=== fe_fetch_queue ===
--- src/rtl/fe_fetch_queue_pkg.sv ---
// Shared FE latch layout for fe_fetch_queue and the decode stage that unpacks it.
// Latch packing, MSB first: {inst, pc, pcplus, inst_count, bus_canary}.
package fe_fetch_queue_pkg;

    localparam int unsigned FE_DBITS        = 32;
    localparam int unsigned FE_INSTBITS     = 32;
    localparam int unsigned FE_CANARY_WIDTH = 4;
    localparam logic [FE_CANARY_WIDTH-1:0] FE_CANARY_VAL = 4'hF;

    // {br_redirect, br_target}
    localparam int unsigned FE_AGEX_WIDTH  = 1 + FE_DBITS;
    localparam int unsigned FE_LATCH_WIDTH = FE_INSTBITS + 3*FE_DBITS + FE_CANARY_WIDTH;

    localparam int unsigned FE_CANARY_LSB = 0;
    localparam int unsigned FE_COUNT_LSB  = FE_CANARY_LSB + FE_CANARY_WIDTH;
    localparam int unsigned FE_PCPLUS_LSB = FE_COUNT_LSB + FE_DBITS;
    localparam int unsigned FE_PC_LSB     = FE_PCPLUS_LSB + FE_DBITS;
    localparam int unsigned FE_INST_LSB   = FE_PC_LSB + FE_DBITS;

    localparam logic [FE_LATCH_WIDTH-1:0] FE_BUBBLE = '0;

endpackage

--- src/rtl/fe_inst_fifo.sv ---
// DEPTH-entry synchronous FIFO holding fetched {inst, pc, pcplus} entries.
// Flush has priority over push; overflow/underflow are assertion failures.
module fe_inst_fifo #(
    parameter int unsigned WIDTH = 96,
    parameter int unsigned DEPTH = 2
) (
    input  logic                     clk,
    input  logic                     reset,
    input  logic                     push,
    input  logic                     pop,
    input  logic                     flush,
    input  logic [WIDTH-1:0]         push_data,
    output logic [WIDTH-1:0]         head,
    output logic                     full,
    output logic                     empty,
    output logic [$clog2(DEPTH):0]   count
);

    localparam int unsigned AW = $clog2(DEPTH);
    localparam int unsigned CW = AW + 1;

    logic [WIDTH-1:0] mem [DEPTH];
    logic [AW-1:0]    wptr;
    logic [AW-1:0]    rptr;

    assign head  = mem[rptr];
    assign full  = (count == CW'(DEPTH));
    assign empty = (count == '0);

    always_ff @(posedge clk) begin
        if (push && !flush) begin
            mem[wptr] <= push_data;
        end
    end

    always_ff @(posedge clk or negedge reset) begin
        if (!reset) begin
            wptr  <= '0;
            rptr  <= '0;
            count <= '0;
        end else if (flush) begin
            wptr  <= '0;
            rptr  <= '0;
            count <= '0;
        end else begin
            if (push) wptr <= wptr + AW'(1);
            if (pop)  rptr <= rptr + AW'(1);
            case ({push, pop})
                2'b10:   count <= count + CW'(1);
                2'b01:   count <= count - CW'(1);
                default: count <= count;
            endcase
        end
    end

    ovf_a: assert property (@(posedge clk) disable iff (!reset) !(push && full && !pop && !flush));
    udf_a: assert property (@(posedge clk) disable iff (!reset) !(pop && empty && !flush));

endmodule

--- src/rtl/fe_fetch_queue.sv ---
// Fetch stage: credit-based requests to a 1-cycle imem, response queue, FE latch.
// Define FE_PERF_CNT_EN to add perf_stall_cycles / perf_flushes counters.
module fe_fetch_queue
    import fe_fetch_queue_pkg::*;
#(
    parameter int unsigned DBITS        = FE_DBITS,
    parameter int unsigned INSTBITS     = FE_INSTBITS,
    parameter int unsigned QDEPTH       = 2,
    parameter logic [DBITS-1:0] START_PC = '0,
    parameter int unsigned CANARY_WIDTH = FE_CANARY_WIDTH,
    parameter logic [CANARY_WIDTH-1:0] CANARY_VAL = FE_CANARY_VAL
) (
    input  logic                                     clk,
    input  logic                                     reset,
    input  logic                                     from_DE_to_FE,
    input  logic [DBITS:0]                           from_AGEX_to_FE,
    output logic                                     imem_req_valid,
    output logic [DBITS-1:0]                         imem_req_addr,
    input  logic                                     imem_rsp_valid,
    input  logic [INSTBITS-1:0]                      imem_rsp_data,
    output logic [INSTBITS+3*DBITS+CANARY_WIDTH-1:0] FE_latch_out
`ifdef FE_PERF_CNT_EN
    ,
    output logic [31:0]                              perf_stall_cycles,
    output logic [31:0]                              perf_flushes
`endif
);

    localparam int unsigned ENTRY_W = INSTBITS + 2*DBITS;
    localparam int unsigned LATCH_W = INSTBITS + 3*DBITS + CANARY_WIDTH;
    localparam int unsigned CW      = $clog2(QDEPTH) + 1;

    logic               br_redirect;
    logic [DBITS-1:0]   br_target;
    logic               stall;

    logic [DBITS-1:0]   pc_q;
    logic [DBITS-1:0]   req_pc_q;
    logic [DBITS-1:0]   inst_count_q;
    logic               inflight_q;
    logic               kill_q;
    logic [LATCH_W-1:0] latch_q;

    logic [CW-1:0]      q_count;
    logic               q_full;
    logic               q_empty;
    logic [ENTRY_W-1:0] q_head;
    logic [ENTRY_W-1:0] rsp_entry;
    logic [ENTRY_W-1:0] load_entry;

    logic issue, rsp_ok, bypass, q_push, q_pop;

    assign {br_redirect, br_target} = from_AGEX_to_FE;
    assign stall = from_DE_to_FE;

    // Credit counts queued entries plus the request in flight, so every response has a slot.
    assign issue  = reset && !br_redirect && ((32'(q_count) + 32'(inflight_q)) < QDEPTH);
    assign rsp_ok = imem_rsp_valid && inflight_q && !kill_q;

    assign rsp_entry  = {imem_rsp_data, req_pc_q, req_pc_q + DBITS'(4)};
    assign bypass     = rsp_ok && q_empty && !br_redirect && !stall;
    assign q_pop      = !q_empty && !br_redirect && !stall;
    assign q_push     = rsp_ok && !br_redirect && !bypass;
    assign load_entry = q_pop ? q_head : rsp_entry;

    assign imem_req_valid = issue;
    assign imem_req_addr  = pc_q;
    assign FE_latch_out   = latch_q;

    fe_inst_fifo #(
        .WIDTH (ENTRY_W),
        .DEPTH (QDEPTH)
    ) u_fifo (
        .clk       (clk),
        .reset     (reset),
        .push      (q_push),
        .pop       (q_pop),
        .flush     (br_redirect),
        .push_data (rsp_entry),
        .head      (q_head),
        .full      (q_full),
        .empty     (q_empty),
        .count     (q_count)
    );

    always_ff @(posedge clk or negedge reset) begin
        if (!reset) begin
            pc_q         <= START_PC;
            req_pc_q     <= '0;
            inst_count_q <= '0;
            inflight_q   <= 1'b0;
            kill_q       <= 1'b0;
            latch_q      <= '0;
        end else begin
            inflight_q <= issue;
            kill_q     <= br_redirect && issue;
            if (issue) req_pc_q <= pc_q;

            if (br_redirect)  pc_q <= {br_target[DBITS-1:2], 2'b00};
            else if (issue)   pc_q <= pc_q + DBITS'(4);

            if (br_redirect) begin
                latch_q <= '0;
            end else if (!stall) begin
                if (q_pop || bypass) begin
                    latch_q      <= {load_entry, inst_count_q, CANARY_VAL};
                    inst_count_q <= inst_count_q + DBITS'(1);
                end else begin
                    latch_q <= '0;
                end
            end
        end
    end

    full_credit_a: assert property (@(posedge clk) disable iff (!reset) !(q_full && issue));

`ifdef FE_PERF_CNT_EN
    always_ff @(posedge clk or negedge reset) begin
        if (!reset) begin
            perf_stall_cycles <= '0;
            perf_flushes      <= '0;
        end else begin
            if (stall && (latch_q != '0) && (perf_stall_cycles != '1))
                perf_stall_cycles <= perf_stall_cycles + 32'd1;
            if (br_redirect && (!q_empty || inflight_q) && (perf_flushes != '1))
                perf_flushes <= perf_flushes + 32'd1;
        end
    end
`endif

endmodule

--- config.mk ---
export PLATFORM = sky130hd
export DESIGN_NAME = fe_fetch_queue
export DESIGN_NICKNAME = d
export VERILOG_FILES = /design/src/rtl/fe_fetch_queue_pkg.sv /design/src/rtl/fe_inst_fifo.sv /design/src/rtl/fe_fetch_queue.sv
export SDC_FILE = /design/constraint.sdc
export NUM_CORES = 1
export LEC_CHECK = 0
export ABC_AREA = 1
export CAP_MARGIN = 10
export CELL_PAD_IN_SITES_DETAIL_PLACEMENT = 0
export CELL_PAD_IN_SITES_GLOBAL_PLACEMENT = 1
export CORE_MARGIN = 2
export CORE_UTILIZATION = 43
export CTS_CLUSTER_SIZE = 10
export DETAILED_ROUTE_END_ITERATION = 8
export PLACE_DENSITY_LB_ADDON = 0.1
export SKIP_LAST_GASP = 1
export SYNTH_ARGS = -nofsm -noshare
export SYNTH_HDL_FRONTEND = slang
export SYNTH_SLANG_ARGS = --single-unit
--- constraint.sdc ---
create_clock -name clk -period 6.4 [get_ports clk]
set_input_delay 0.64 -clock clk [delete_from_list [all_inputs] [get_ports clk]]
set_output_delay 0.64 -clock clk [all_outputs]
set_load 0.1 [all_outputs]
==> flow_summary.ini <==
; physical design summary
[timing]
slew-limit-headroom_pct = 26.7
hold_ws_ns = 0.478
timing.final.setup_violations = 0

[flow_run]
maxCapViolCount = 0

[global_route]
globalRouteTotalUtil_pct = 23.4

[floorplan]
std_cell_rows = 75

[worst_setup_path]
critical_path.reg2reg.endpoint = u_fifo.mem[1][11]
top_fanout_value_on_the_critical_path = 53
regToRegSetupSlack_ns = 3.46

[outcome]
status = complete, no violations

[worst_hold_path]
min-delay-path-class = reg -> reg

[cells_and_area]
layout.cells.largest_class = registers

[drt]
detail_route.wl_per_cell_microns = 18.7

[place]
place_congestion = 0.893

[clock_tree]
post_cts_resized = 0
cell usage after synthesis, drive strengths merged:
library cell,n
nor4,1
clkinv,1
o2111ai,1
o22ai,1
xnor2,5
or2,3
nand4,7
a31oi,3
o211ai,14
xor2,24
edfxtp,184
nor2,302
o21a,1
conb,1
o311ai,43
nor3,26
and3,1
nand2,547
a22o,1
clkbuf,46
buf,44
o21ai,132
o21bai,4
dfrtp,224
nand3,129
nor3b,2
a21oi,52
o221ai,1
ha,3
inv,125
mux2i,20
nand3b,5
layer usage:
| layer | track usage [%] | wire [microns] | up-vias |
|---|---|---|---|
| met1 | 32.5 | 23200 | 6939 |
| met2 | 38.8 | 24600 | 370 |
| met5 | 0 | 0 | - |
| met3 | 3.55 | 2640 | 64 |
| li1 | - | - | 6925 |
| met4 | 6.14 | 891 | 0 |
cells by family after synthesis:
group / Yosys count
AOI/OAI and AO/OA: 253
and+or+nand+nor: 1023
buffers and inverters: 216
other: 1
xor gates and xnor gates: 29
muxes: 20
DFF: 408
adders and majority gates: 3
worst max-delay path, cell delays in order:
cell and delay, ns:
dlygate4sd3_1 0.56, buf_8 0.37, nand3_1 0.33, nor2_4 0.17, clkdlybuf4s50_1 1.14
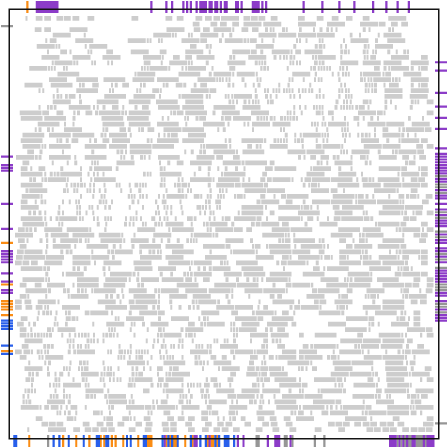
*Pin placement, fe_fetch_queue*
Pins as bars across the die edge, other pins in gray.
Blue marks from_AGEX_to_FE, pins 33, direction input, edge 27 bottom, 6 left. Orange marks imem_req_addr, pins 32, direction output, edge 23 bottom, 8 left, 1 top. Purple marks FE_latch_out, pins 132, direction output, edge 47 top, 45 right, 25 bottom, 15 left.
All pins by edge: 93 bottom, 63 right, 48 top, 30 left.
number of buffers inserted by port buffering: 229
die outline height: 210 microns
chip width: 210 microns


=== mem_access_stage ===
### Pin placement, mem_access_stage

Pins as bars across the die edge, other pins in gray.
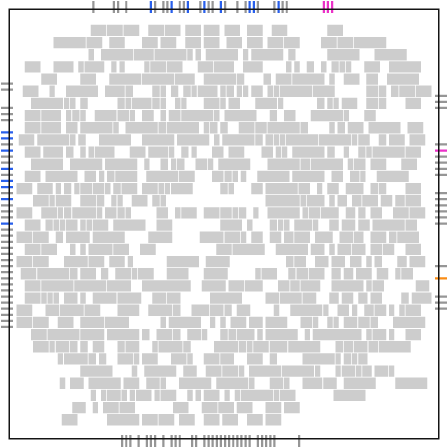
### Clock wires, drivers and flops, mem_access_stage

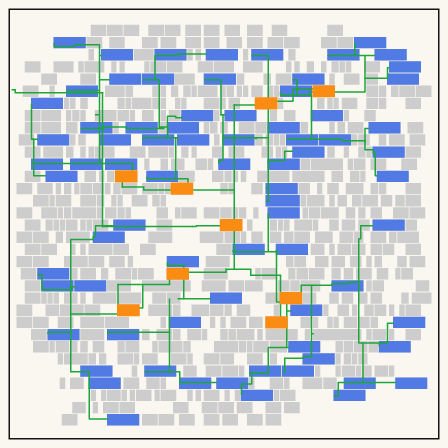
### Placement by cell class, mem_access_stage

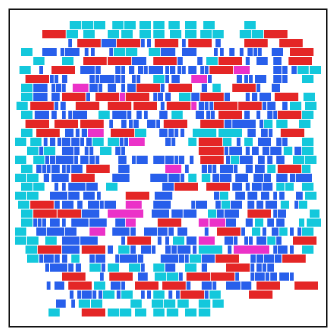
File: config.mk
export PLATFORM = sky130hd
export DESIGN_NAME = mem_access_stage
export DESIGN_NICKNAME = d
export VERILOG_FILES = /design/src/rtl/mem_access_stage_pkg.sv /design/src/rtl/mem_byte_lane.sv /design/src/rtl/mem_access_stage.sv
export SDC_FILE = /design/constraint.sdc
export NUM_CORES = 1
export LEC_CHECK = 0
export CORE_UTILIZATION = 48
export CTS_CLUSTER_DIAMETER = 60
export DETAILED_ROUTE_END_ITERATION = 7
export HOLD_SLACK_MARGIN = 0.05
export PLACE_DENSITY = 0.8
export SLEW_MARGIN = 10
export SYNTH_ARGS = -nofsm -noshare
export SYNTH_HDL_FRONTEND = slang
export SYNTH_HIERARCHICAL = 1
export SYNTH_SLANG_ARGS = --single-unit
export TNS_END_PERCENT = 50
File: constraint.sdc
create_clock -name clk -period 2.14 [get_ports clk]
set_input_delay 0.321 -clock clk [delete_from_list [all_inputs] [get_ports clk]]
set_output_delay 0.321 -clock clk [all_outputs]
set_load 0.01 [all_outputs]
File: src/rtl/mem_access_stage_pkg.sv
// Shared definitions for the memory-access pipeline stage: FSM encoding and byte-lane selectors.
package mem_access_stage_pkg;

  typedef enum logic [2:0] {
    StIdle,
    StRd,
    StWr,
    StRmwRd,
    StRmwWr
  } state_e;

  localparam logic BYTE_LO = 1'b0;
  localparam logic BYTE_HI = 1'b1;

endpackage

File: src/rtl/mem_byte_lane.sv
// Little-endian byte lane helper: zero-extended byte extract and byte merge into a word.
module mem_byte_lane
  import mem_access_stage_pkg::*;
#(
  parameter int unsigned DATA_W = 16
) (
  input  logic [DATA_W-1:0] i_word,
  input  logic [7:0]        i_byte,
  input  logic              i_lane,
  output logic [DATA_W-1:0] o_zext,
  output logic [DATA_W-1:0] o_merged
);

  always_comb begin
    o_zext   = '0;
    o_merged = i_word;
    if (i_lane == BYTE_HI) begin
      o_zext[7:0]    = i_word[15:8];
      o_merged[15:8] = i_byte;
    end else begin
      o_zext[7:0]    = i_word[7:0];
      o_merged[7:0]  = i_byte;
    end
  end

endmodule

File: src/rtl/mem_access_stage.sv
// Memory-access stage: ALU pass-through, word/byte loads and read-modify-write byte stores over a
// req/ack data bus, with upstream stall, ack timeout and a registered writeback slot.
module mem_access_stage
  import mem_access_stage_pkg::*;
#(
  parameter int unsigned DATA_W      = 16,
  parameter int unsigned ADDR_W      = 16,
  parameter int unsigned ACK_TIMEOUT = 255
) (
  input  logic              clk,
  input  logic              rst,
  input  logic              i_flush,
  input  logic              i_ex_valid,
  input  logic [DATA_W-1:0] i_ex_alu_out,
  input  logic [DATA_W-1:0] i_ex_store_data,
  input  logic [3:0]        i_ex_wreg_loc,
  input  logic              i_ex_wreg_en,
  input  logic              i_ex_mem_to_reg,
  input  logic              i_ex_mem_read,
  input  logic              i_ex_mem_write,
  input  logic              i_ex_byte,
  output logic              o_stall,
  output logic              o_dmem_req,
  output logic              o_dmem_we,
  output logic [ADDR_W-2:0] o_dmem_addr,
  output logic [DATA_W-1:0] o_dmem_wdata,
  input  logic [DATA_W-1:0] i_dmem_rdata,
  input  logic              i_dmem_ack,
  output logic              o_wb_valid,
  output logic [DATA_W-1:0] o_wb_data,
  output logic [3:0]        o_wb_loc,
  output logic              o_wb_en,
  output logic              o_bus_err
);

  localparam int unsigned CNT_W = (ACK_TIMEOUT > 1) ? $clog2(ACK_TIMEOUT) : 1;
  localparam logic [CNT_W-1:0] CNT_LAST = CNT_W'((ACK_TIMEOUT == 0) ? 0 : ACK_TIMEOUT - 1);

  state_e            r_state, w_state_d;
  logic              r_req, w_req_d, r_we, w_we_d;
  logic [ADDR_W-2:0] r_addr, w_addr_d;
  logic [DATA_W-1:0] r_wdata, w_wdata_d, r_alu, w_alu_d;
  logic              r_lane, w_lane_d, r_byte, w_byte_d, r_m2r, w_m2r_d;
  logic [3:0]        r_loc, w_loc_d;
  logic              r_wen, w_wen_d, r_flushed, w_flushed_d, r_bus_err, w_bus_err_d;
  logic [CNT_W-1:0]  r_cnt, w_cnt_d;
  logic              r_wb_valid, w_wb_valid_d, r_wb_en, w_wb_en_d;
  logic [DATA_W-1:0] r_wb_data, w_wb_data_d;
  logic [3:0]        r_wb_loc, w_wb_loc_d;

  logic              w_ack, w_timeout, w_final_ack, w_accept_mem;
  logic [DATA_W-1:0] w_zext, w_merged;

  mem_byte_lane #(
    .DATA_W(DATA_W)
  ) u_byte_lane (
    .i_word  (i_dmem_rdata),
    .i_byte  (r_wdata[7:0]),
    .i_lane  (r_lane),
    .o_zext  (w_zext),
    .o_merged(w_merged)
  );

  always_comb begin
    w_state_d    = r_state;
    w_req_d      = r_req;
    w_we_d       = r_we;
    w_addr_d     = r_addr;
    w_wdata_d    = r_wdata;
    w_alu_d      = r_alu;
    w_lane_d     = r_lane;
    w_byte_d     = r_byte;
    w_m2r_d      = r_m2r;
    w_loc_d      = r_loc;
    w_wen_d      = r_wen;
    w_flushed_d  = r_flushed;
    w_bus_err_d  = r_bus_err;
    w_cnt_d      = r_cnt;
    w_wb_valid_d = 1'b0;
    w_wb_en_d    = 1'b0;
    w_wb_data_d  = r_wb_data;
    w_wb_loc_d   = r_wb_loc;
    w_accept_mem = 1'b0;

    // Spurious acks (no request outstanding) are dropped here.
    w_ack       = i_dmem_ack & r_req;
    w_timeout   = r_req & ~i_dmem_ack & (ACK_TIMEOUT != 0) & (r_cnt == CNT_LAST);
    w_final_ack = w_ack & ((r_state == StRd) | (r_state == StWr) | (r_state == StRmwWr));

    if (r_req & ~i_dmem_ack) w_cnt_d = r_cnt + CNT_W'(1);
    if (i_flush && r_state == StRd) w_flushed_d = 1'b1;

    unique case (r_state)
      StIdle: begin
        if (i_ex_valid && !i_flush) begin
          w_addr_d    = i_ex_alu_out[ADDR_W-1:1];
          w_lane_d    = i_ex_alu_out[0];
          w_alu_d     = i_ex_alu_out;
          w_wdata_d   = i_ex_store_data;
          w_loc_d     = i_ex_wreg_loc;
          w_wen_d     = i_ex_wreg_en;
          w_byte_d    = i_ex_byte;
          w_m2r_d     = i_ex_mem_to_reg;
          w_flushed_d = 1'b0;
          w_cnt_d     = '0;
          if (i_ex_mem_write) begin
            w_state_d    = i_ex_byte ? StRmwRd : StWr;
            w_req_d      = 1'b1;
            w_we_d       = ~i_ex_byte;
            w_accept_mem = 1'b1;
          end else if (i_ex_mem_read) begin
            w_state_d    = StRd;
            w_req_d      = 1'b1;
            w_we_d       = 1'b0;
            w_accept_mem = 1'b1;
          end else begin
            w_wb_valid_d = 1'b1;
            w_wb_en_d    = i_ex_wreg_en;
            w_wb_data_d  = i_ex_alu_out;
            w_wb_loc_d   = i_ex_wreg_loc;
          end
        end
      end
      StRd: begin
        if (w_ack) begin
          w_state_d    = StIdle;
          w_req_d      = 1'b0;
          w_wb_valid_d = 1'b1;
          w_wb_en_d    = r_wen & ~r_flushed & ~i_flush;
          w_wb_loc_d   = r_loc;
          w_wb_data_d  = r_m2r ? (r_byte ? w_zext : i_dmem_rdata) : r_alu;
        end
      end
      StRmwRd: begin
        // Second bus access starts immediately with the merged word.
        if (w_ack) begin
          w_state_d = StRmwWr;
          w_we_d    = 1'b1;
          w_wdata_d = w_merged;
          w_cnt_d   = '0;
        end
      end
      StWr, StRmwWr: begin
        if (w_ack) begin
          w_state_d    = StIdle;
          w_req_d      = 1'b0;
          w_we_d       = 1'b0;
          w_wb_valid_d = 1'b1;
          w_wb_loc_d   = r_loc;
        end
      end
      default: w_state_d = StIdle;
    endcase

    if (w_timeout) begin
      w_state_d    = StIdle;
      w_req_d      = 1'b0;
      w_we_d       = 1'b0;
      w_bus_err_d  = 1'b1;
      w_wb_valid_d = 1'b0;
      w_wb_en_d    = 1'b0;
    end

    o_stall = ((r_state != StIdle) & ~(w_final_ack | w_timeout)) | w_accept_mem;
  end

  always_ff @(posedge clk) begin
    if (rst) begin
      r_state    <= StIdle;
      r_req      <= 1'b0;
      r_we       <= 1'b0;
      r_addr     <= '0;
      r_wdata    <= '0;
      r_alu      <= '0;
      r_lane     <= 1'b0;
      r_byte     <= 1'b0;
      r_m2r      <= 1'b0;
      r_loc      <= '0;
      r_wen      <= 1'b0;
      r_flushed  <= 1'b0;
      r_bus_err  <= 1'b0;
      r_cnt      <= '0;
      r_wb_valid <= 1'b0;
      r_wb_en    <= 1'b0;
      r_wb_data  <= '0;
      r_wb_loc   <= '0;
    end else begin
      r_state    <= w_state_d;
      r_req      <= w_req_d;
      r_we       <= w_we_d;
      r_addr     <= w_addr_d;
      r_wdata    <= w_wdata_d;
      r_alu      <= w_alu_d;
      r_lane     <= w_lane_d;
      r_byte     <= w_byte_d;
      r_m2r      <= w_m2r_d;
      r_loc      <= w_loc_d;
      r_wen      <= w_wen_d;
      r_flushed  <= w_flushed_d;
      r_bus_err  <= w_bus_err_d;
      r_cnt      <= w_cnt_d;
      r_wb_valid <= w_wb_valid_d;
      r_wb_en    <= w_wb_en_d;
      r_wb_data  <= w_wb_data_d;
      r_wb_loc   <= w_wb_loc_d;
    end
  end

  assign o_dmem_req   = r_req;
  assign o_dmem_we    = r_we;
  assign o_dmem_addr  = r_addr;
  assign o_dmem_wdata = r_wdata;
  assign o_wb_valid   = r_wb_valid;
  assign o_wb_en      = r_wb_en;
  assign o_wb_data    = r_wb_data;
  assign o_wb_loc     = r_wb_loc;
  assign o_bus_err    = r_bus_err;

endmodule

==> flow_summary.ini <==
; physical design summary
[timing]
slew-limit-headroom_pct = 51.7

[worst_setup_path]
critical_path.startpoint_type = register
critPathSlowestCell = dfxtp_1
required_ns = 1.82

[global_route]
met1_usage_pct = 28.9

[cells_and_area]
final-instance-count-excl-fill = 712

[place]
number_of_buffers_inserted_by_port_buffering = 118

[clock_tree]
ctsHtreeMaxLevel = 3
clk_pin_slew_worst_paths_ns = 0.08

[logic_synthesis]
yosys.area.top_type_share_pct = 36.1
synth-edff-count = 0
post_synth_mux_area_share_pct = 13.5

[outcome]
status = complete, no violations

[worst_hold_path]
number_of_instances_on_the_worst_hold_path = 2

[power]
switching_share_pct = 27.1

[floorplan]
io_count = 119
About 'Pin placement' of mem_access_stage:
Blue marks i_ex_alu_out, pins 16, direction input, edge 8 top, 8 left. Orange marks o_stall, pins 1, direction output, edge right. Magenta marks i_ex_wreg_loc, pins 4, direction input, edge 3 top, 1 right.
All pins by edge: 38 left, 31 bottom, 30 top, 20 right.

About 'Clock wires, drivers and flops' of mem_access_stage:
Orange marks clock drivers, count 9. Blue marks flip-flops, count 76. Green marks clock wires, length 938 microns.
There are 10 routed clock nets. Position of the flops: all over the die.

About 'Placement by cell class' of mem_access_stage:
Red marks sequential cells, cells 76. Cyan marks remaining buffers and delay cells, cells 144. Blue marks combinational and other logic, cells 371. Magenta marks clock drivers and dummy loads, cells 16.
Core Rows: 33
post-layout utilization of the core: 68.3%
final std cell area, no fill: 0.00570 sq mm

[cell type report]
type | count | area (sq um) | share of cell area, %
Inverter | 3 | 11.3 | 0.198
Timing Repair Buffer | 144 | 1410 | 24.8
Multi-Input combinational cell | 368 | 2390 | 42.0
Sequential cell | 76 | 1520 | 26.7
Tap cell | 105 | 131 | 2.31
Clock inverter | 6 | 87.6 | 1.54
Clock buffer | 10 | 138 | 2.42
[per-stage QoR]
stage / setup WS (ns) / util (%) / TNS (ns)
after global placement: -0.102 / 65.6 / -0.102
after global routing: 0.0547 / 68.3 / 0
after detailed placement: -0.123 / 65.6 / -0.219
after floorplan: 0.528 / - / 0
after CTS: 0.0608 / 68.3 / 0
final: 0.189 / 68.3 / 0
[state kept, by name (all words and copies together), names as in the netlist]
| register | count |
|---|---|
| o_dmem_wdata | 16 |
| r_loc | 4 |
| r_flushed | 1 |
| r_wen | 1 |
| o_wb_loc | 4 |
| o_dmem_we | 1 |
| o_wb_data | 16 |
| o_dmem_req | 1 |
| o_bus_err | 1 |
| r_byte | 1 |
| r_cnt | 8 |
| r_m2r | 1 |
| o_dmem_addr | 15 |
| r_alu | 1 |
| o_wb_en | 1 |
| o_wb_valid | 1 |
| r_state | 3 |

=== rle_encoder_p ===
### Pin placement, rle_encoder_p

Pins as bars across the die edge, other pins in gray.
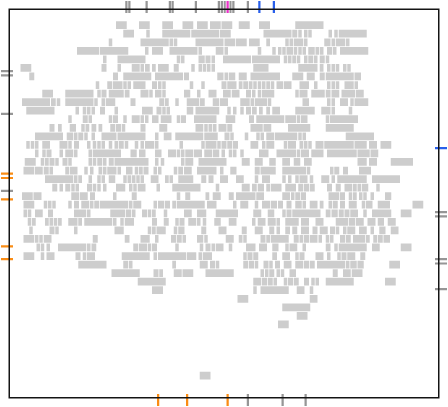
### Placement by cell class, rle_encoder_p

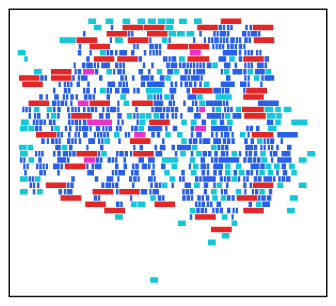
$ cat src/rtl/rle_pkg.sv
// Shared FSM state encoding and default encoder constants for the RLE encoder.
package rle_pkg;

  typedef enum logic [2:0] {
    IDLE     = 3'd0,
    COUNT    = 3'd1,
    EMIT_ESC = 3'd2,
    EMIT_VAL = 3'd3,
    EMIT_CNT = 3'd4,
    EMIT_LIT = 3'd5,
    BYPASS   = 3'd6
  } rle_state_e;

  localparam logic [7:0]  RLE_ESC     = 8'h1B;
  localparam int unsigned RLE_MIN_RUN = 3;

endpackage

$ cat src/rtl/rle_out_reg.sv
// Single-entry output register: loads when empty or draining, holds data/last stable under backpressure.
module rle_out_reg #(
  parameter int DATA_W = 8
) (
  input  logic              clk,
  input  logic              rst_n,
  input  logic              in_valid,
  input  logic [DATA_W-1:0] in_data,
  input  logic              in_last,
  output logic              in_ready,
  output logic              m_valid,
  output logic [DATA_W-1:0] m_data,
  output logic              m_last,
  input  logic              m_ready
);

  logic              valid_q;
  logic [DATA_W-1:0] data_q;
  logic              last_q;

  assign in_ready = !valid_q || m_ready;
  assign m_valid  = valid_q;
  assign m_data   = data_q;
  assign m_last   = last_q;

  always_ff @(posedge clk or negedge rst_n) begin
    if (!rst_n) begin
      valid_q <= 1'b0;
      data_q  <= '0;
      last_q  <= 1'b0;
    end else if (in_valid && in_ready) begin
      valid_q <= 1'b1;
      data_q  <= in_data;
      last_q  <= in_last;
    end else if (m_ready) begin
      valid_q <= 1'b0;
      last_q  <= 1'b0;
    end
  end

endmodule

$ cat src/rtl/rle_encoder_p.sv
// Run-length encoder: short non-escape runs pass as literals, everything else as ESC,V,L triples.
// Both ports: a symbol moves only on a rising edge where valid and ready are both high.
module rle_encoder_p
  import rle_pkg::*;
#(
  parameter int              DATA_W  = 8,
  parameter int              CNT_W   = 8,
  parameter logic [DATA_W-1:0] ESC   = DATA_W'(RLE_ESC),
  parameter int              MIN_RUN = RLE_MIN_RUN
) (
  input  logic              clk,
  input  logic              rst_n,
  input  logic              bypass,
  input  logic              s_valid,
  output logic              s_ready,
  input  logic [DATA_W-1:0] s_data,
  input  logic              s_last,
  output logic              m_valid,
  input  logic              m_ready,
  output logic [DATA_W-1:0] m_data,
  output logic              m_last,
  output logic [2:0]        state,
  output logic [CNT_W-1:0]  run_cnt
);

  localparam logic [CNT_W-1:0] CNT_ONE = CNT_W'(1);
  localparam logic [CNT_W-1:0] CNT_TWO = CNT_W'(2);
  localparam logic [CNT_W-1:0] CNT_MAX = '1;
  localparam logic [CNT_W-1:0] MIN_C   = CNT_W'(MIN_RUN);

  rle_state_e        state_q, state_d;
  logic [DATA_W-1:0] val_q, val_d, brk_q, brk_d;
  logic [CNT_W-1:0]  cnt_q, cnt_d, rem_q, rem_d;
  logic              brk_vld_q, brk_vld_d, brk_last_q, brk_last_d, last_q, last_d;
  logic              rdy_en_q;

  logic              o_valid, o_last, o_ready;
  logic [DATA_W-1:0] o_data;

  logic              start, done, xfer, bp_rdy;
  logic [DATA_W-1:0] start_v;
  logic [CNT_W-1:0]  start_l, cnt_inc;
  logic              start_last;

  assign state   = state_q;
  assign run_cnt = cnt_q;
  assign xfer    = m_valid && m_ready;
  assign cnt_inc = cnt_q + CNT_ONE;
  assign bp_rdy  = !m_valid || (m_ready && !m_last);

  always_comb begin
    state_d    = state_q;
    val_d      = val_q;
    cnt_d      = cnt_q;
    rem_d      = rem_q;
    brk_d      = brk_q;
    brk_vld_d  = brk_vld_q;
    brk_last_d = brk_last_q;
    last_d     = last_q;
    s_ready    = 1'b0;
    o_valid    = 1'b0;
    o_data     = val_q;
    o_last     = 1'b0;
    start      = 1'b0;
    start_v    = s_data;
    start_l    = CNT_ONE;
    start_last = s_last;
    done       = 1'b0;
    case (state_q)
      IDLE: begin
        s_ready = rdy_en_q;
        if (rdy_en_q && s_valid) begin
          if (bypass) begin
            state_d = BYPASS;
            o_valid = 1'b1;
            o_data  = s_data;
            o_last  = s_last;
          end else if (s_last || CNT_ONE == CNT_MAX) begin
            start = 1'b1;
          end else begin
            state_d = COUNT;
            val_d   = s_data;
            cnt_d   = CNT_ONE;
          end
        end
      end
      COUNT: begin
        s_ready = 1'b1;
        if (s_valid) begin
          if (s_data != val_q) begin
            // The breaking symbol is kept here and seeds the next run after emission.
            brk_d      = s_data;
            brk_vld_d  = 1'b1;
            brk_last_d = s_last;
            start      = 1'b1;
            start_v    = val_q;
            start_l    = cnt_q;
            start_last = 1'b0;
          end else if (s_last || cnt_inc == CNT_MAX) begin
            start   = 1'b1;
            start_v = val_q;
            start_l = cnt_inc;
          end else begin
            cnt_d = cnt_inc;
          end
        end
      end
      EMIT_ESC: if (xfer) begin
        o_valid = 1'b1;
        o_data  = val_q;
        state_d = EMIT_VAL;
      end
      EMIT_VAL: if (xfer) begin
        o_valid = 1'b1;
        o_data  = DATA_W'(cnt_q);
        o_last  = last_q;
        state_d = EMIT_CNT;
      end
      EMIT_CNT: done = xfer;
      EMIT_LIT: if (xfer) begin
        if (rem_q > CNT_ONE) begin
          o_valid = 1'b1;
          o_data  = val_q;
          o_last  = last_q && (rem_q == CNT_TWO);
          rem_d   = rem_q - CNT_ONE;
        end else begin
          done = 1'b1;
        end
      end
      BYPASS: begin
        s_ready = bp_rdy;
        if (bp_rdy && s_valid) begin
          o_valid = 1'b1;
          o_data  = s_data;
          o_last  = s_last;
        end
        if (xfer && m_last) state_d = IDLE;
      end
      default: state_d = IDLE;
    endcase

    if (done) begin
      if (brk_vld_q) begin
        brk_vld_d = 1'b0;
        if (brk_last_q) begin
          start      = 1'b1;
          start_v    = brk_q;
          start_l    = CNT_ONE;
          start_last = 1'b1;
        end else begin
          state_d = COUNT;
          val_d   = brk_q;
          cnt_d   = CNT_ONE;
        end
      end else begin
        state_d = IDLE;
        cnt_d   = '0;
        last_d  = 1'b0;
      end
    end

    // First symbol of an emission is loaded on the terminating edge itself.
    if (start) begin
      val_d   = start_v;
      cnt_d   = start_l;
      last_d  = start_last;
      o_valid = 1'b1;
      if (start_v == ESC || start_l >= MIN_C) begin
        state_d = EMIT_ESC;
        o_data  = ESC;
        o_last  = 1'b0;
      end else begin
        state_d = EMIT_LIT;
        o_data  = start_v;
        o_last  = start_last && (start_l == CNT_ONE);
        rem_d   = start_l;
      end
    end
  end

  always_ff @(posedge clk or negedge rst_n) begin
    if (!rst_n) begin
      state_q    <= IDLE;
      val_q      <= '0;
      brk_q      <= '0;
      cnt_q      <= '0;
      rem_q      <= '0;
      brk_vld_q  <= 1'b0;
      brk_last_q <= 1'b0;
      last_q     <= 1'b0;
      rdy_en_q   <= 1'b0;
    end else begin
      state_q    <= state_d;
      val_q      <= val_d;
      brk_q      <= brk_d;
      cnt_q      <= cnt_d;
      rem_q      <= rem_d;
      brk_vld_q  <= brk_vld_d;
      brk_last_q <= brk_last_d;
      last_q     <= last_d;
      rdy_en_q   <= 1'b1;
    end
  end

  rle_out_reg #(.DATA_W(DATA_W)) u_out_reg (
    .clk      (clk),
    .rst_n    (rst_n),
    .in_valid (o_valid),
    .in_data  (o_data),
    .in_last  (o_last),
    .in_ready (o_ready),
    .m_valid  (m_valid),
    .m_data   (m_data),
    .m_last   (m_last),
    .m_ready  (m_ready)
  );

  // Loads are only issued when the output register is empty or draining.
  always_ff @(posedge clk) begin
    if (rst_n && o_valid) assert (o_ready);
  end

endmodule

$ cat config.mk
export PLATFORM = sky130hd
export DESIGN_NAME = rle_encoder_p
export DESIGN_NICKNAME = d
export VERILOG_FILES = /design/src/rtl/rle_pkg.sv /design/src/rtl/rle_out_reg.sv /design/src/rtl/rle_encoder_p.sv
export SDC_FILE = /design/constraint.sdc
export NUM_CORES = 1
export LEC_CHECK = 0
export ABC_AREA = 1
export CORE_ASPECT_RATIO = 0.9
export CORE_MARGIN = 3
export CORE_UTILIZATION = 27
export CTS_BUF_LIST = sky130_fd_sc_hd__clkbuf_8
export DETAILED_ROUTE_END_ITERATION = 8
export SYNTH_ARGS = -nofsm -noshare
export SYNTH_HDL_FRONTEND = slang
export SYNTH_HIERARCHICAL = 1
export SYNTH_SLANG_ARGS = --single-unit
export TNS_END_PERCENT = 20
$ cat constraint.sdc
create_clock -name clk -period 2.5 [get_ports clk]
set_input_delay 0.25 -clock clk [delete_from_list [all_inputs] [get_ports clk]]
set_output_delay 0.25 -clock clk [all_outputs]
set_load 0.02 [all_outputs]
==> flow_summary.ini <==
; physical design summary
[power]
design_power_total_mw = 7.36

[worst_hold_path]
min-delay-path-class = in -> async

[clock_tree]
worst_skew_pair_later_pin_latency_ns = 0.33
ctsHtreeMaxLevel = 2
cts_tree = built
clk_pin_slew_worst_paths_ns = 0.11
cts_hold_buffers = 1

[cells_and_area]
nNonClkBuffers = 138
antenna_cells = 0
layout.cells.largest_class = multi-input combinational cells
nNetsFinal = 800
layout_top_cell_excl_fill_tap = nand2_1
multiInputGateArea_sq_mm = 0.00275
n_clock_buffer = 6
layout.comb_gates.multi_input = 509
sequential_cell_total = 49
most-common-layout-cells = nand2_1, buf_4, inv_1
clk_share_pct = 2.06
fill_cells = 1583
comb-cell-share_pct = 47.1

[logic_synthesis]
yosys.area_share.simple_pct = 40.2
netlist_top_cells_area = dfrtp_1, nand2_1, nand3_1
synth.yosys.seq_area_share_pct = 29.8
synth.most_common_cell = nand2_1
ys_ff = 49
postSynth.topFlopCell = dfrtp_1
mappedNetlistArea_sq_mm = 0.00412
synth-async-reset-ratio_pct = 100
logic_family = simple AND/OR/NAND/NOR gates
ys_sh_aoi_pct = 16.6
yosys-stat-cells = 648
yosys.area.top_type_share_pct = 29.8
xor_share_pct = 2.13

[floorplan]
die.size.y_microns = 123
chip_footprint_sq_mm = 0.0168

[worst_setup_path]
end_kind = register
critPathArrivalTime_ns = 2.68
critical_path.startpoint = run_cnt[0]
regToRegSetupSlack_ns = 0.05
critical_path_class = reg -> reg
critical_path.startpoint_type = register
top_fanout_value_on_the_critical_path = 6
required_ns = 2.72
crit-reg2reg-launch = run_cnt[0]

[flow_run]
maxCapViolCount = 0

[global_route]
globalRouteTotalUtil_pct = 16.8
first_global_vias = 4347
antenna_found_initial = 0
busiest_layer = met2
grt_start_max_net_pins = 29
overflow = 0
grt.met3_usage_pct = 2.85

[place]
place_congestion = 0.926
dp.cells = 957
preCtsSetupSlack_ns = -0.136

[timing]
max_freq_mhz = 407
rsz_0062_raised_after_global_routing = yes
slew-limit-headroom_pct = 57.0
tns_ns = 0
finalHoldViolations = 0
min_period_ns = 2.45
finalClockPeriodUsage_pct = 98.2

[drt]
detailroute.via_count = 4891

[outcome]
status = complete, no violations
Notes on 'Pin placement' of rle_encoder_p above:
Blue marks state, pins 3, direction output, edge 2 top, 1 right. Magenta marks s_last, pins 1, direction input, edge top. Orange marks s_data, pins 8, direction input, edge 5 left, 3 bottom.

Notes on 'Placement by cell class' of rle_encoder_p above:
Red marks sequential cells, cells 49. Magenta marks clock drivers and dummy loads, cells 8. Cyan marks remaining buffers and delay cells, cells 138. Blue marks combinational and other logic, cells 586.
post-layout utilization of the core: 39.4%
sequential cell area share: 21.1%
Core Rows: 42
Core Area: 0.0148 sq mm

## where the power goes
group / total (mW) / internal [mW] / switching [mW] / leakage (nW)
registers: 1.52 / 1.16 / 0.363 / 0.608
logic: 5.18 / 2.19 / 2.99 / 2.27
clock network: 0.654 / 0.326 / 0.328 / 0.0574
## worst max-delay path: stages (launching register included)
cell	delay, ns
dfrtp_2	0.41
buf_6	0.12
inv_6	0.04
buf_12	0.11
nor2_4	0.11
nand2_1	0.08
nand2_2	0.08
nand3_2	0.10
nor2_4	0.10
nand2_2	0.07
nand2_2	0.08
ha_4	0.13
inv_2	0.03
nand3_2	0.07
nand4_4	0.08
nand3_2	0.11
nand3_4	0.09
nor2_8	0.18
nand3_2	0.11
nand2_2	0.08
nand2_2	0.06
nand3_2	0.07
nand2_1	0.05
## metal layers
layer  vias up  part of all wire [%]
li1       2385                     -
met1      2284                    44
met2       207                    47
met3        15                   7.9
met4         0                   1.2
met5         -                     0
## cells by family (layout without fill, tap and decap cells)
family | after synthesis | in the layout
simple gates | 372 | 374
xor+xnor | 10 | 10
fa+ha+maj | 6 | 6
other cells | 1 | 1
flops | 49 | 49
compound gates | 118 | 118
buf+inv | 92 | 223

=== four_bit_spi_receiver ===
<file path="src/rtl/four_bit_spi_pkg.sv">
// Shared constants and state encoding for the four-bit SPI link.
// Used by both the transmitter and the receiver.
package four_bit_spi_pkg;

  localparam int DATA_WIDTH = 64;
  localparam int MAX_PACKS  = 16;
  localparam int NIBBLE_W   = 4;
  localparam int PACK_CNT_W = 5;

  typedef enum logic [1:0] {
    IDLE      = 2'd0,
    SEND      = 2'd1,
    WAIT_IDLE = 2'd2,
    RECEIVE   = 2'd3
  } spi_state_t;

endpackage

</file>
<file path="src/rtl/spi_input_sync.sv">
// Multi-bit pin synchroniser; all bits share one
// chain so their relative skew is preserved.
module spi_input_sync #(
  parameter int STAGES = 2,
  parameter int WIDTH  = 6
) (
  input  logic             clock,
  input  logic             reset_n,
  input  logic [WIDTH-1:0] d,
  output logic [WIDTH-1:0] q
);

  logic [STAGES-1:0][WIDTH-1:0] sr;

  always_ff @(posedge clock or negedge reset_n) begin
    if (!reset_n) begin
      sr <= '1;
    end else begin
      sr <= {sr[STAGES-2:0], d};
    end
  end

  assign q = sr[STAGES-1];

endmodule

</file>
<file path="src/rtl/four_bit_spi_receiver.sv">
// Quad-SPI responder: captures sdio nibbles on
// oversampled rising sclk and delivers 64-bit frames.
module four_bit_spi_receiver
  import four_bit_spi_pkg::spi_state_t,
         four_bit_spi_pkg::NIBBLE_W,
         four_bit_spi_pkg::PACK_CNT_W,
         four_bit_spi_pkg::IDLE,
         four_bit_spi_pkg::WAIT_IDLE,
         four_bit_spi_pkg::RECEIVE;
#(
  parameter int SYNC_STAGES = 2,
  parameter int MAX_PACKS   = 16,
  parameter int DATA_WIDTH  = 64
) (
  input  logic                  clock,
  input  logic                  reset_n,
  input  logic                  cs,
  input  logic                  sclk,
  input  logic [3:0]            sdio,
  input  logic                  ack,
  output logic [DATA_WIDTH-1:0] data_out,
  output logic [PACK_CNT_W-1:0] packs_received,
  output logic                  overflow,
  output logic                  valid,
  output logic                  busy,
  output logic                  lost
);

  localparam logic [PACK_CNT_W-1:0] MAX_CNT =
    PACK_CNT_W'(MAX_PACKS);

  logic [5:0]          sync_q;
  logic                sync_cs;
  logic                sync_sclk;
  logic [3:0]          sync_sdio;
  logic                sclk_prev;
  logic                sclk_rise;
  logic [SYNC_STAGES-1:0] prime_q;
  logic                primed;

  spi_state_t          state_q;
  spi_state_t          state_d;
  logic                frame_start;
  logic                capture;
  logic                frame_end;

  logic [DATA_WIDTH-1:0] word_q;
  logic [PACK_CNT_W-1:0] cnt_q;
  logic                  flag_q;
  logic                  done_q;

  spi_input_sync #(
    .STAGES (SYNC_STAGES),
    .WIDTH  (6)
  ) u_sync (
    .clock   (clock),
    .reset_n (reset_n),
    .d       ({sdio, sclk, cs}),
    .q       (sync_q)
  );

  assign sync_cs   = sync_q[0];
  assign sync_sclk = sync_q[1];
  assign sync_sdio = sync_q[5:2];
  assign sclk_rise = sync_sclk & ~sclk_prev;
  assign primed    = prime_q[SYNC_STAGES-1];

  // The chain resets to idle levels, so sync_cs only
  // reflects the pin once every stage has refilled.
  always_ff @(posedge clock or negedge reset_n) begin
    if (!reset_n) begin
      prime_q   <= '0;
      sclk_prev <= 1'b1;
    end else begin
      prime_q   <= {prime_q[SYNC_STAGES-2:0], 1'b1};
      sclk_prev <= sync_sclk;
    end
  end

  always_ff @(posedge clock or negedge reset_n) begin
    if (!reset_n) begin
      state_q <= WAIT_IDLE;
    end else begin
      state_q <= state_d;
    end
  end

  always_comb begin
    state_d = state_q;
    unique case (state_q)
      WAIT_IDLE: if (primed && sync_cs) state_d = IDLE;
      IDLE:      if (!sync_cs)          state_d = RECEIVE;
      RECEIVE:   if (sync_cs)           state_d = IDLE;
      default:                          state_d = WAIT_IDLE;
    endcase
  end

  always_comb begin
    frame_start = 1'b0;
    capture     = 1'b0;
    frame_end   = 1'b0;
    unique case (1'b1)
      (state_q == IDLE): begin
        frame_start = !sync_cs;
      end
      (state_q == RECEIVE): begin
        capture   = !sync_cs && sclk_rise;
        frame_end = sync_cs;
      end
      default: ;
    endcase
  end

  always_ff @(posedge clock or negedge reset_n) begin
    if (!reset_n) begin
      word_q <= '0;
      cnt_q  <= '0;
      flag_q <= 1'b0;
      busy   <= 1'b0;
      done_q <= 1'b0;
    end else begin
      done_q <= frame_end && (cnt_q != '0);
      if (frame_start) begin
        word_q <= '0;
        cnt_q  <= '0;
        flag_q <= 1'b0;
        busy   <= 1'b1;
      end
      if (frame_end) begin
        busy <= 1'b0;
      end
      if (capture) begin
        if (cnt_q < MAX_CNT) begin
          for (int k = 0; k < MAX_PACKS; k++) begin
            if (cnt_q == PACK_CNT_W'(k)) begin
              word_q[k*NIBBLE_W +: NIBBLE_W] <= sync_sdio;
            end
          end
          cnt_q <= cnt_q + 1'b1;
        end else begin
          flag_q <= 1'b1;
        end
      end
    end
  end

  // A completion wins over a same-cycle ack.
  always_ff @(posedge clock or negedge reset_n) begin
    if (!reset_n) begin
      data_out       <= '0;
      packs_received <= '0;
      overflow       <= 1'b0;
      valid          <= 1'b0;
      lost           <= 1'b0;
    end else begin
      lost <= 1'b0;
      if (done_q) begin
        if (!valid || ack) begin
          data_out       <= word_q;
          packs_received <= cnt_q;
          overflow       <= flag_q;
          valid          <= 1'b1;
        end else begin
          lost <= 1'b1;
        end
      end else if (ack) begin
        valid <= 1'b0;
      end
    end
  end

endmodule

</file>
<file path="config.mk">
export PLATFORM = sky130hd
export DESIGN_NAME = four_bit_spi_receiver
export DESIGN_NICKNAME = d
export VERILOG_FILES = /design/src/rtl/four_bit_spi_pkg.sv /design/src/rtl/spi_input_sync.sv /design/src/rtl/four_bit_spi_receiver.sv
export SDC_FILE = /design/constraint.sdc
export NUM_CORES = 1
export LEC_CHECK = 0
export CORE_UTILIZATION = 50
export DETAILED_ROUTE_END_ITERATION = 10
export PLACE_DENSITY = 0.76
export SLEW_MARGIN = 10
export SYNTH_ARGS = -nofsm -noshare
export SYNTH_HDL_FRONTEND = slang
export SYNTH_SLANG_ARGS = --single-unit
</file>
<file path="constraint.sdc">
create_clock -name clock -period 2.6 [get_ports clock]
set_clock_uncertainty 0.05 [all_clocks]
set_input_delay 0.65 -clock clock [delete_from_list [all_inputs] [get_ports clock]]
set_output_delay 0.65 -clock clock [all_outputs]
set_load 0.01 [all_outputs]
</file>
==> flow_summary.ini <==
; physical design summary
[worst_setup_path]
cell_count_along_the_critical_path = 5
worst_r2r_path_depth = 5
critical_path.startpoint_type = register
cp_cell_sequence = inv_1, ha_1, nand4b_1, nor3_2, mux2i_1
critPathSlowestCell = nor3_2
critPathArrivalTime_ns = 2.35

[outcome]
status = complete, no violations

[timing]
slew-limit-headroom_pct = 50.0
finalHoldViolations = 0
rsz_0062_raised_after_global_routing = no

[clock_tree]
post_cts_resized = 0
ctsHtreeMaxLevel = 4
post-cts-setup-buffer-count = 0

[logic_synthesis]
synth.yosys.seq_area_share_pct = 63.2
post_synth_fa_ha_maj_area_fraction_pct = 0.978
ys_sh_aoi_pct = 0.802
top_cells_by_count = dfrtp_1, nand2_1, mux2_2
mappedNetlistArea_sq_mm = 0.00640
netlist_top_cells_area = dfrtp_1, mux2_2, mux2i_1

[floorplan]
io_count = 82
die.size.y_microns = 115
std_cell_rows = 40

[drt]
detailroute.via_count = 3809
post-route-drc-count = 0
met2_length_microns = 6440

[global_route]
grt_util_met2_pct = 34.4
grt_start_max_net_pins = 71

[place]
post_detailed_placement_half_perimeter_wirelength_microns = 7780
dp.cells = 692
preCtsSetupSlack_ns = 0.336

[cells_and_area]
most-common-layout-cells = dfrtp_1, clkdlybuf4s50_1, nand2_1
top_regs = data_out x64, word_q x64

[flow_run]
tool_warnings = 30

[power]
leakage_nw = 3.88
cellPowerDensity_mw_per_mm2 = 671
## where the power goes
part,total [mW],switching [mW],leakage (nW),internal [mW]
sequential,2.59,0.0334,2.19,2.55
combinational,0.222,0.147,1.40,0.0748
clock,2.55,0.946,0.287,1.60
## layout make-up
| class | instances | area [sq um] | share of cell area, % |
|---|---|---|---|
| clock buffers | 21 | 440 | 5.52 |
| clock inverters | 11 | 163 | 2.04 |
| inverters | 8 | 30.0 | 0.376 |
| multi-input cells | 268 | 2190 | 27.5 |
| flip-flops and latches | 161 | 4050 | 50.7 |
| well taps | 168 | 210 | 2.63 |
| repair buffers | 87 | 895 | 11.2 |
## metrics by stage
| step | cell area, sq um | hold slack [ns] | total power [mW] | utilization, % |
|---|---|---|---|---|
| after detailed placement | 7370 | 0.291 | 2.85 | 60.1 |
| after CTS | 7980 | 0.154 | 5.40 | 65.1 |
| final | 7980 | 0.145 | 5.35 | 65.1 |
| after floorplan | 6400 | 0.281 | 2.73 | - |
| after global placement | 7370 | 0.283 | 2.85 | 60.1 |
| after global routing | 7980 | 0.176 | 5.54 | 65.1 |
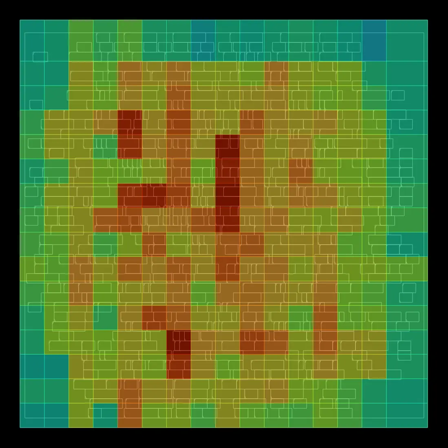
*Routing congestion, four_bit_spi_receiver*
routed wirelength normalized by instance count: 17.3 microns
Top Usage Layer GRT: met2
met3 routing resource usage after global routing: 4.69%
All-Layer GR Usage: 20.8%

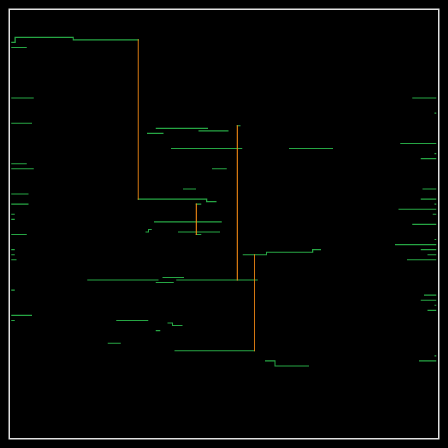
*Signal wires by layer, four_bit_spi_receiver*
Two of the layers only.
Green marks metal 3, wire length 409 microns. Orange marks metal 4, wire length 118 microns.



==> gallery <==
Routing congestion.
Plate I
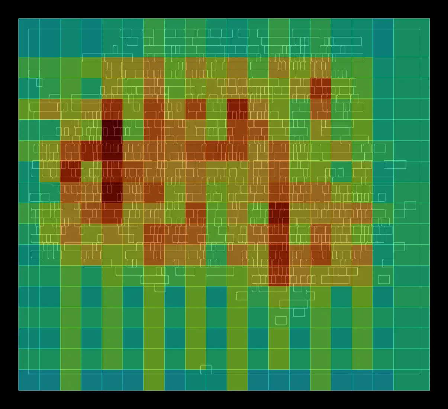
Plate II
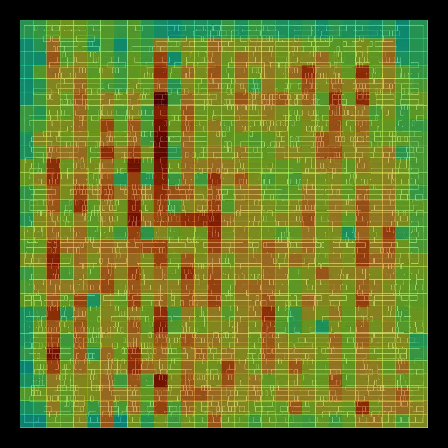
Plate III
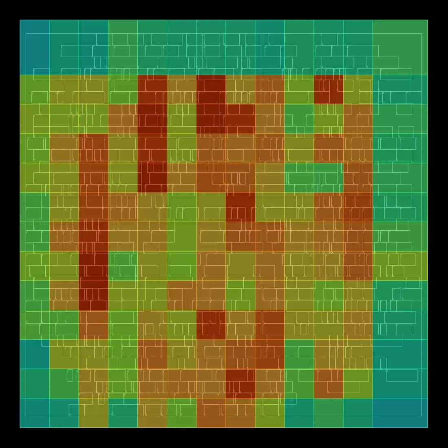
The one with the most wire per cell is Plate II.
The one with the highest utilization is Plate III.
- mem_access_stage = Plate III
- fe_fetch_queue = Plate II
- rle_encoder_p = Plate I

Power figures rest on the tool's default switching activity, not on a simulated workload.
